=== seq_counter_ctrl ===
**src/rtl/seq_ctrl_pkg.sv**
```systemverilog
// seq_ctrl_pkg
// Shared types and constants for the table-driven sequence counter controller.
//   state_t            controller FSM states
//   WIDTH_DEF          default count-code width
//   DEPTH_DEF          default table depth
//   DEFAULT_LAST_IDX   last index of the reset sequence
//   DEFAULT_CODES      the 11-code reset sequence, loaded into table[0..10]
//   default_code()     reset value for any table entry (00 beyond the sequence)
package seq_ctrl_pkg;

  typedef enum logic [1:0] {
    ST_IDLE  = 2'd0,
    ST_RUN   = 2'd1,
    ST_PAUSE = 2'd2,
    ST_DONE  = 2'd3
  } state_t;

  localparam int WIDTH_DEF         = 8;
  localparam int DEPTH_DEF         = 16;
  localparam int DEFAULT_LAST_IDX  = 10;
  localparam int NUM_DEFAULT_CODES = 11;

  localparam logic [7:0] DEFAULT_CODES [NUM_DEFAULT_CODES] = '{
    8'h02, 8'h01, 8'h04, 8'h08, 8'h00, 8'h10,
    8'h11, 8'h20, 8'h40, 8'h41, 8'h80
  };

  // Constant-index scan keeps the lookup in range for any table depth.
  function automatic logic [7:0] default_code(input int i);
    logic [7:0] c;
    c = 8'h00;
    for (int k = 0; k < NUM_DEFAULT_CODES; k++) begin
      if (k == i) c = DEFAULT_CODES[k];
    end
    return c;
  endfunction

endpackage

```
**src/rtl/seq_table.sv**
```systemverilog
// seq_table
// DEPTH x WIDTH code table with reset-time defaults.
// Ports:
//   clk, reset         clock, asynchronous active-low reset
//   we, waddr, wdata   single write port
//   raddr, rdata       single combinational read port
module seq_table
  import seq_ctrl_pkg::*;
#(
  parameter int WIDTH = WIDTH_DEF,
  parameter int DEPTH = DEPTH_DEF,
  parameter int IDXW  = $clog2(DEPTH)
) (
  input  logic             clk,
  input  logic             reset,
  input  logic             we,
  input  logic [IDXW-1:0]  waddr,
  input  logic [WIDTH-1:0] wdata,
  input  logic [IDXW-1:0]  raddr,
  output logic [WIDTH-1:0] rdata
);

  logic [WIDTH-1:0] mem [DEPTH];

  always_ff @(posedge clk or negedge reset) begin
    if (!reset) begin
      for (int i = 0; i < DEPTH; i++) begin
        mem[i] <= WIDTH'(default_code(i));
      end
    end else if (we) begin
      mem[waddr] <= wdata;
    end
  end

  assign rdata = mem[raddr];

endmodule

```
**src/rtl/seq_counter_ctrl.sv**
```systemverilog
// seq_counter_ctrl
// Run/stop/step sequencer over a programmable table of count codes.
// Optional build macro: SEQ_CTRL_DIR_EN adds the 'dir' input (1 = step backwards).
// Ports:
//   clk, reset                    clock, asynchronous active-low reset
//   tick                          advance strobe while running
//   cmd_start, cmd_stop, cmd_step run / pause / single-step commands
//   mode_loop                     1 = wrap at end, 0 = one-shot (latched on start)
//   cfg_we, cfg_addr, cfg_data    table write port (IDLE/DONE only)
//   len_we, len_data              last-index write (IDLE/DONE only)
//   dir                           direction, only with SEQ_CTRL_DIR_EN
//   count, idx                    current code and its table index
//   busy                          running or paused
//   done, wrap, cfg_err           one-cycle event pulses
//
// state | meaning
// IDLE  | out of reset, count follows table[idx]
// RUN   | advancing on tick
// PAUSE | halted, cmd_step advances one entry
// DONE  | one-shot finished, count follows table[idx]
module seq_counter_ctrl
  import seq_ctrl_pkg::*;
#(
  parameter int WIDTH = WIDTH_DEF,
  parameter int DEPTH = DEPTH_DEF,
  parameter int IDXW  = $clog2(DEPTH)
) (
  input  logic             clk,
  input  logic             reset,
  input  logic             tick,
`ifdef SEQ_CTRL_DIR_EN
  input  logic             dir,
`endif
  input  logic             cmd_start,
  input  logic             cmd_stop,
  input  logic             cmd_step,
  input  logic             mode_loop,
  input  logic             cfg_we,
  input  logic [IDXW-1:0]  cfg_addr,
  input  logic [WIDTH-1:0] cfg_data,
  input  logic             len_we,
  input  logic [IDXW-1:0]  len_data,
  output logic [WIDTH-1:0] count,
  output logic [IDXW-1:0]  idx,
  output logic             busy,
  output logic             done,
  output logic             wrap,
  output logic             cfg_err
);

  state_t           state, state_next;
  logic [IDXW-1:0]  idx_next;
  logic [IDXW-1:0]  last_idx;
  logic             loop_flag, loop_next;
  logic             advance;
  logic             at_end;
  logic             wrap_ev, done_ev;
  logic             cfg_ok, tab_we, len_ok, cfg_rej;
  logic [WIDTH-1:0] rd_data;

  // count is always reloaded from the entry idx will hold after this edge,
  // so the single read port serves refresh, start and advance alike.
  seq_table #(
    .WIDTH (WIDTH),
    .DEPTH (DEPTH),
    .IDXW  (IDXW)
  ) u_table (
    .clk   (clk),
    .reset (reset),
    .we    (tab_we),
    .waddr (cfg_addr),
    .wdata (cfg_data),
    .raddr (idx_next),
    .rdata (rd_data)
  );

  always_ff @(posedge clk or negedge reset) begin
    if (!reset) state <= ST_IDLE;
    else        state <= state_next;
  end

  // An index past last_idx (after shortening the sequence) counts as the end.
  assign at_end = (idx >= last_idx);

  always_comb begin
    state_next = state;
    idx_next   = idx;
    loop_next  = loop_flag;
    advance    = 1'b0;
    wrap_ev    = 1'b0;
    done_ev    = 1'b0;

    unique case (state)
      ST_IDLE, ST_DONE: begin
        if (cmd_start) begin
          state_next = ST_RUN;
          idx_next   = '0;
          loop_next  = mode_loop;
        end
      end
      ST_RUN: begin
        if (cmd_stop)  state_next = ST_PAUSE;
        else if (tick) advance    = 1'b1;
      end
      ST_PAUSE: begin
        // A stop held here still outranks start: we stay paused.
        if (cmd_stop)       state_next = ST_PAUSE;
        else if (cmd_start) state_next = ST_RUN;
        else if (cmd_step)  advance    = 1'b1;
      end
      default: state_next = ST_IDLE;
    endcase

    if (advance) begin
`ifdef SEQ_CTRL_DIR_EN
      if (dir) begin
        if (idx != '0) begin
          idx_next = idx - IDXW'(1);
        end else if (loop_flag) begin
          idx_next = last_idx;
          wrap_ev  = 1'b1;
        end else begin
          state_next = ST_DONE;
          done_ev    = 1'b1;
        end
      end else
`endif
      begin
        if (!at_end) begin
          idx_next = idx + IDXW'(1);
        end else if (loop_flag) begin
          idx_next = '0;
          wrap_ev  = 1'b1;
        end else begin
          state_next = ST_DONE;
          done_ev    = 1'b1;
        end
      end
    end
  end

  always_comb begin
    busy    = (state == ST_RUN) || (state == ST_PAUSE);
    cfg_ok  = (state == ST_IDLE) || (state == ST_DONE);
    tab_we  = cfg_we && cfg_ok;
    len_ok  = len_we && cfg_ok;
    cfg_rej = (cfg_we || len_we) && !cfg_ok;
  end

  always_ff @(posedge clk or negedge reset) begin
    if (!reset) begin
      idx       <= '0;
      count     <= WIDTH'(default_code(0));
      last_idx  <= IDXW'(DEFAULT_LAST_IDX);
      loop_flag <= 1'b0;
      done      <= 1'b0;
      wrap      <= 1'b0;
      cfg_err   <= 1'b0;
    end else begin
      idx       <= idx_next;
      count     <= rd_data;
      loop_flag <= loop_next;
      done      <= done_ev;
      wrap      <= wrap_ev;
      cfg_err   <= cfg_rej;
      if (len_ok) last_idx <= len_data;
    end
  end

endmodule
```
**config.mk**
```make
export PLATFORM = sky130hd
export DESIGN_NAME = seq_counter_ctrl
export DESIGN_NICKNAME = d
export VERILOG_FILES = /design/src/rtl/seq_ctrl_pkg.sv /design/src/rtl/seq_table.sv /design/src/rtl/seq_counter_ctrl.sv
export SDC_FILE = /design/constraint.sdc
export NUM_CORES = 1
export LEC_CHECK = 0
export CORE_ASPECT_RATIO = 1.1
export CORE_MARGIN = 2
export CORE_UTILIZATION = 41
export DETAILED_ROUTE_END_ITERATION = 6
export GPL_TIMING_DRIVEN = 0
export HOLD_SLACK_MARGIN = 0.06
export MAX_ROUTING_LAYER = met4
export PLACE_DENSITY = 0.67
export SLEW_MARGIN = 10
export SYNTH_ARGS = -nofsm -noshare
export SYNTH_HDL_FRONTEND = slang
export SYNTH_SLANG_ARGS = --single-unit
```
**constraint.sdc**
```tcl
create_clock -name clk -period 5.8 [get_ports clk]
set_input_delay 1.16 -clock clk [delete_from_list [all_inputs] [get_ports clk]]
set_output_delay 1.16 -clock clk [all_outputs]
set_load 0.1 [all_outputs]
```
Fig. 1: seq_counter_ctrl, sizing map
Drawn at 3 px/micron.
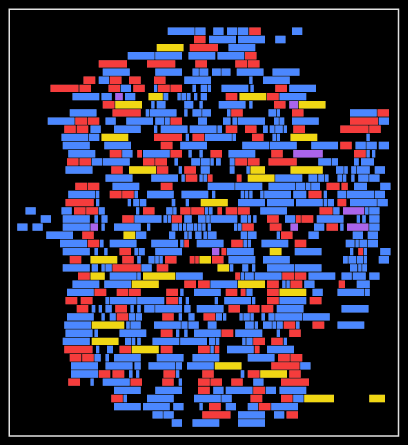
[yellow] x6 and larger | cells: 29 | most used: clkbuf_16
[blue] x1 and smaller | cells: 439 | most used: dfrtp_1
[red] x2 | cells: 176 | most used: mux2_2
[purple] x3 and x4 | cells: 8 | most used: buf_4
finished layout cell area: 0.008407 sq mm
relative area change from synthesis to final layout: 18.88%

==> notes.md <==
## Floorplanning
- **well tap count** 234

## STA
- **count of final setup violators** 0
- **setup repair after global routing missed its margin** false
- **setup_tns** 0 ns
- **highest clock rate** 261.0 MHz
- **final setup skew** 0.008493 ns

## Synth
- **most used flip-flop cell** sky130_fd_sc_hd__dfrtp_1
- **post-synth top area share** 47.77%
- **library cell with the highest instance count after synthesis** sky130_fd_sc_hd__mux2_2

## Flow run
- **max cap viols** 0

## Cells and area
- **layout cell share with drive strength beyond 1** 32.67%
- **count of plain and timing-repair buffers** 72
- **number of logic gates** 386

## Clock network
- **clock tree from TritonCTS** done

## Power and ir drop
- **Sw Ratio** 33.79%
- **internal power summed over all cells** 3.036 mW
- **Worst VDD drop** 0.2633 mV
- **Max power group** sequential cells
- **Pwr Total** 4.585 mW

## Detailed routing
- **met1 routed wirelength after detailed routing** 7.477 mm

## Worst setup path
- **start of the worst register-to-register path** state[0]$_DFF_PN0_
- **cell repeated most along the worst path** sky130_fd_sc_hd__inv_1
- **sum of buffers and inverters on the critical path** 4
- **Max FO, Critical Path** 10

## Placed design
- **Placed Cells incl. Taps** 854

## GRT
- **Global Route met2 Usage** 32.55%
- **via count of the first global-routing pass** 4995
- **busiest grt layer** met2

## Status
- **result of the run** finished, final reports clean

## Hold path
- **end point of the worst hold path** u_table.mem[105]$_DFFE_PN0P_


=== reorder_buffer ===
Fig. 2: reorder_buffer, cell placement
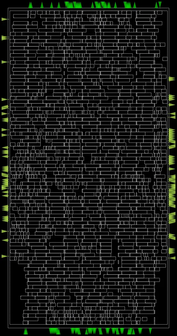
Fig. 3: reorder_buffer, pin placement
Drawn at 2 px/micron. Pins as bars across the die edge, other pins in grey.
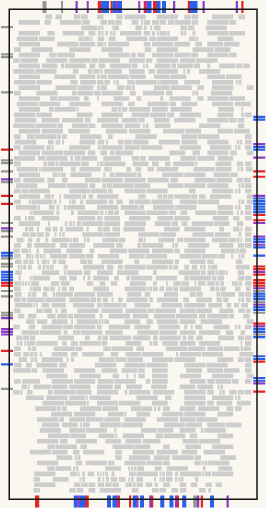
### src/rtl/reorder_buffer_pkg.sv
// Common types shared across the out-of-order core: tag and register widths
// and the common data bus broadcast.
package reorder_buffer_pkg;

    localparam int ROB_WIDTH = 3;
    localparam int REG_WIDTH = 5;

    typedef struct packed {
        logic                 valid;
        logic [ROB_WIDTH-1:0] tag;
        logic [31:0]          data;
    } cdb_t;

endpackage

### src/rtl/reorder_buffer.sv
// Circular reorder buffer: allocates tags at issue, captures CDB results,
// forwards operands and retires results strictly in program order.
module reorder_buffer
    import reorder_buffer_pkg::*;
#(
    parameter int DEPTH = 2**ROB_WIDTH
) (
    input  logic                 clk,
    input  logic                 reset,
    input  logic                 issue,
    input  logic [REG_WIDTH-1:0] issue_arch_num,
    output logic                 issue_ready,
    output logic [ROB_WIDTH-1:0] issue_tag,
    input  cdb_t                 cdb,
    input  logic [ROB_WIDTH-1:0] read_tag [2],
    output cdb_t                 rob_read [2],
    output logic                 commit,
    output logic [REG_WIDTH-1:0] commit_arch_num,
    output logic [ROB_WIDTH-1:0] commit_tag,
    output logic [31:0]          commit_data,
    output logic                 empty
);

    localparam logic [ROB_WIDTH-1:0] LAST = ROB_WIDTH'(DEPTH - 1);
    localparam logic [ROB_WIDTH:0]   FULL = (ROB_WIDTH+1)'(DEPTH);

    logic [ROB_WIDTH-1:0] head;
    logic [ROB_WIDTH-1:0] tail;
    logic [ROB_WIDTH:0]   count;
    logic [DEPTH-1:0]     done;
    logic [REG_WIDTH-1:0] arch [DEPTH];
    logic [31:0]          data [DEPTH];
    logic                 issue_fire;

    // Credit comes only from registered count; a same-cycle commit frees nothing.
    assign issue_ready     = count < FULL;
    assign issue_fire      = issue && issue_ready;
    assign issue_tag       = tail;
    assign empty           = count == '0;
    assign commit          = !empty && done[head];
    assign commit_tag      = head;
    assign commit_arch_num = arch[head];
    assign commit_data     = data[head];

    always_ff @(posedge clk or posedge reset) begin
        if (reset) begin
            head  <= '0;
            tail  <= '0;
            count <= '0;
            done  <= '0;
        end else begin
            if (commit) begin
                done[head] <= 1'b0;
                head       <= (head == LAST) ? '0 : head + 1'b1;
            end
            if (issue_fire) begin
                done[tail] <= 1'b0;
                tail       <= (tail == LAST) ? '0 : tail + 1'b1;
            end
            // A CDB only ever targets an occupied entry, so it never collides with the clears above.
            if (cdb.valid)
                done[cdb.tag] <= 1'b1;
            case ({issue_fire, commit})
                2'b10:   count <= count + 1'b1;
                2'b01:   count <= count - 1'b1;
                default: count <= count;
            endcase
        end
    end

    // Payload storage is qualified by the done bits, so it needs no reset.
    always_ff @(posedge clk) begin
        if (issue_fire)
            arch[tail] <= issue_arch_num;
        if (cdb.valid)
            data[cdb.tag] <= cdb.data;
    end

    // Operand lookup with same-cycle CDB bypass.
    always_comb begin
        for (int i = 0; i < 2; i++) begin
            rob_read[i]     = '0;
            rob_read[i].tag = read_tag[i];
            if (cdb.valid && cdb.tag == read_tag[i]) begin
                rob_read[i].valid = 1'b1;
                rob_read[i].data  = cdb.data;
            end else begin
                rob_read[i].valid = done[read_tag[i]];
                rob_read[i].data  = data[read_tag[i]];
            end
        end
    end

endmodule

### config.mk
export PLATFORM = sky130hd
export DESIGN_NAME = reorder_buffer
export DESIGN_NICKNAME = d
export VERILOG_FILES = /design/src/rtl/reorder_buffer_pkg.sv /design/src/rtl/reorder_buffer.sv
export SDC_FILE = /design/constraint.sdc
export NUM_CORES = 1
export LEC_CHECK = 0
export CORE_ASPECT_RATIO = 2
export CORE_UTILIZATION = 58
export DETAILED_ROUTE_END_ITERATION = 10
export MAX_ROUTING_LAYER = met4
export PLACE_DENSITY_LB_ADDON = 0.12
export SLEW_MARGIN = 5
export SYNTH_ARGS = -nofsm -noshare
export SYNTH_HDL_FRONTEND = slang
export SYNTH_SLANG_ARGS = --single-unit
### constraint.sdc
create_clock -name clk -period 3.4 [get_ports clk]
set_input_delay 0.34 -clock clk [delete_from_list [all_inputs] [get_ports clk]]
set_output_delay 0.34 -clock clk [all_outputs]
set_load 0.01 [all_outputs]
==> notes.md <==
## Synth
- **Top logic family** multiplexers
- **top cells by count, synth** sky130_fd_sc_hd__edfxtp_1, sky130_fd_sc_hd__mux4_2, sky130_fd_sc_hd__nor2_1

## Cells and area
- **biggest registers after layout** data (256), arch (40), done (8)
- **largest register by flop count** data
- **number of logic gates** 631

## Worst setup path
- **critical path data required time** 3.06 ns
- **crit end category** output port
- **Max FO, Critical Path** 33

## GRT
- **via count of the first global-routing pass** 11320
- **total global routing track utilization** 33.28%

## Power and ir drop
- **power drawn by the combinational cells** 5.63 mW

## STA
- **count of final setup violators** 0

## Clock network
- **clock tree from TritonCTS** done

## Status
- **result of the run** finished, final reports clean

## Detailed routing
- **detailed-route wire length** 47.19 mm
- **detailed-routed wire length on met2** 26.33 mm

## Picture notes: Fig. 2
proportion of cell area occupied by registers: 46.69%
well tap count: 360
FILL cells: 1955
post-route non-filler standard cell count: 1589
standard cell core area: 0.02885 sq mm

## Picture notes: Fig. 3
[red] `cdb` | pins: 36 | direction: input | edge: 13 east, 9 south, 8 north, 6 west
[blue] `rob_read` | pins: 72 | direction: output | edge: 26 east, 21 south, 18 north, 7 west
[purple] `commit_data` | pins: 32 | direction: output | edge: 11 east, 8 north, 7 south, 6 west
all pins by edge: 54 east, 39 south, 38 west, 37 north
tally of buffers added on design ports: 167
die width: 123.1 microns
die height: 244.2 microns



==> layout pictures side by side <==
I/O nets highlighted.
picture 1
Drawn at 2 px/micron.
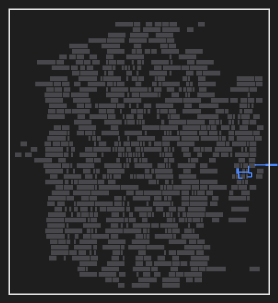
picture 2
Drawn at 1.5 px/micron.
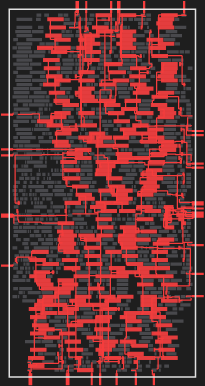
The one with the largest die is picture 2.
- picture 1 = seq_counter_ctrl
- picture 2 = reorder_buffer

Power figures rest on the tool's default switching activity, not on a simulated workload.
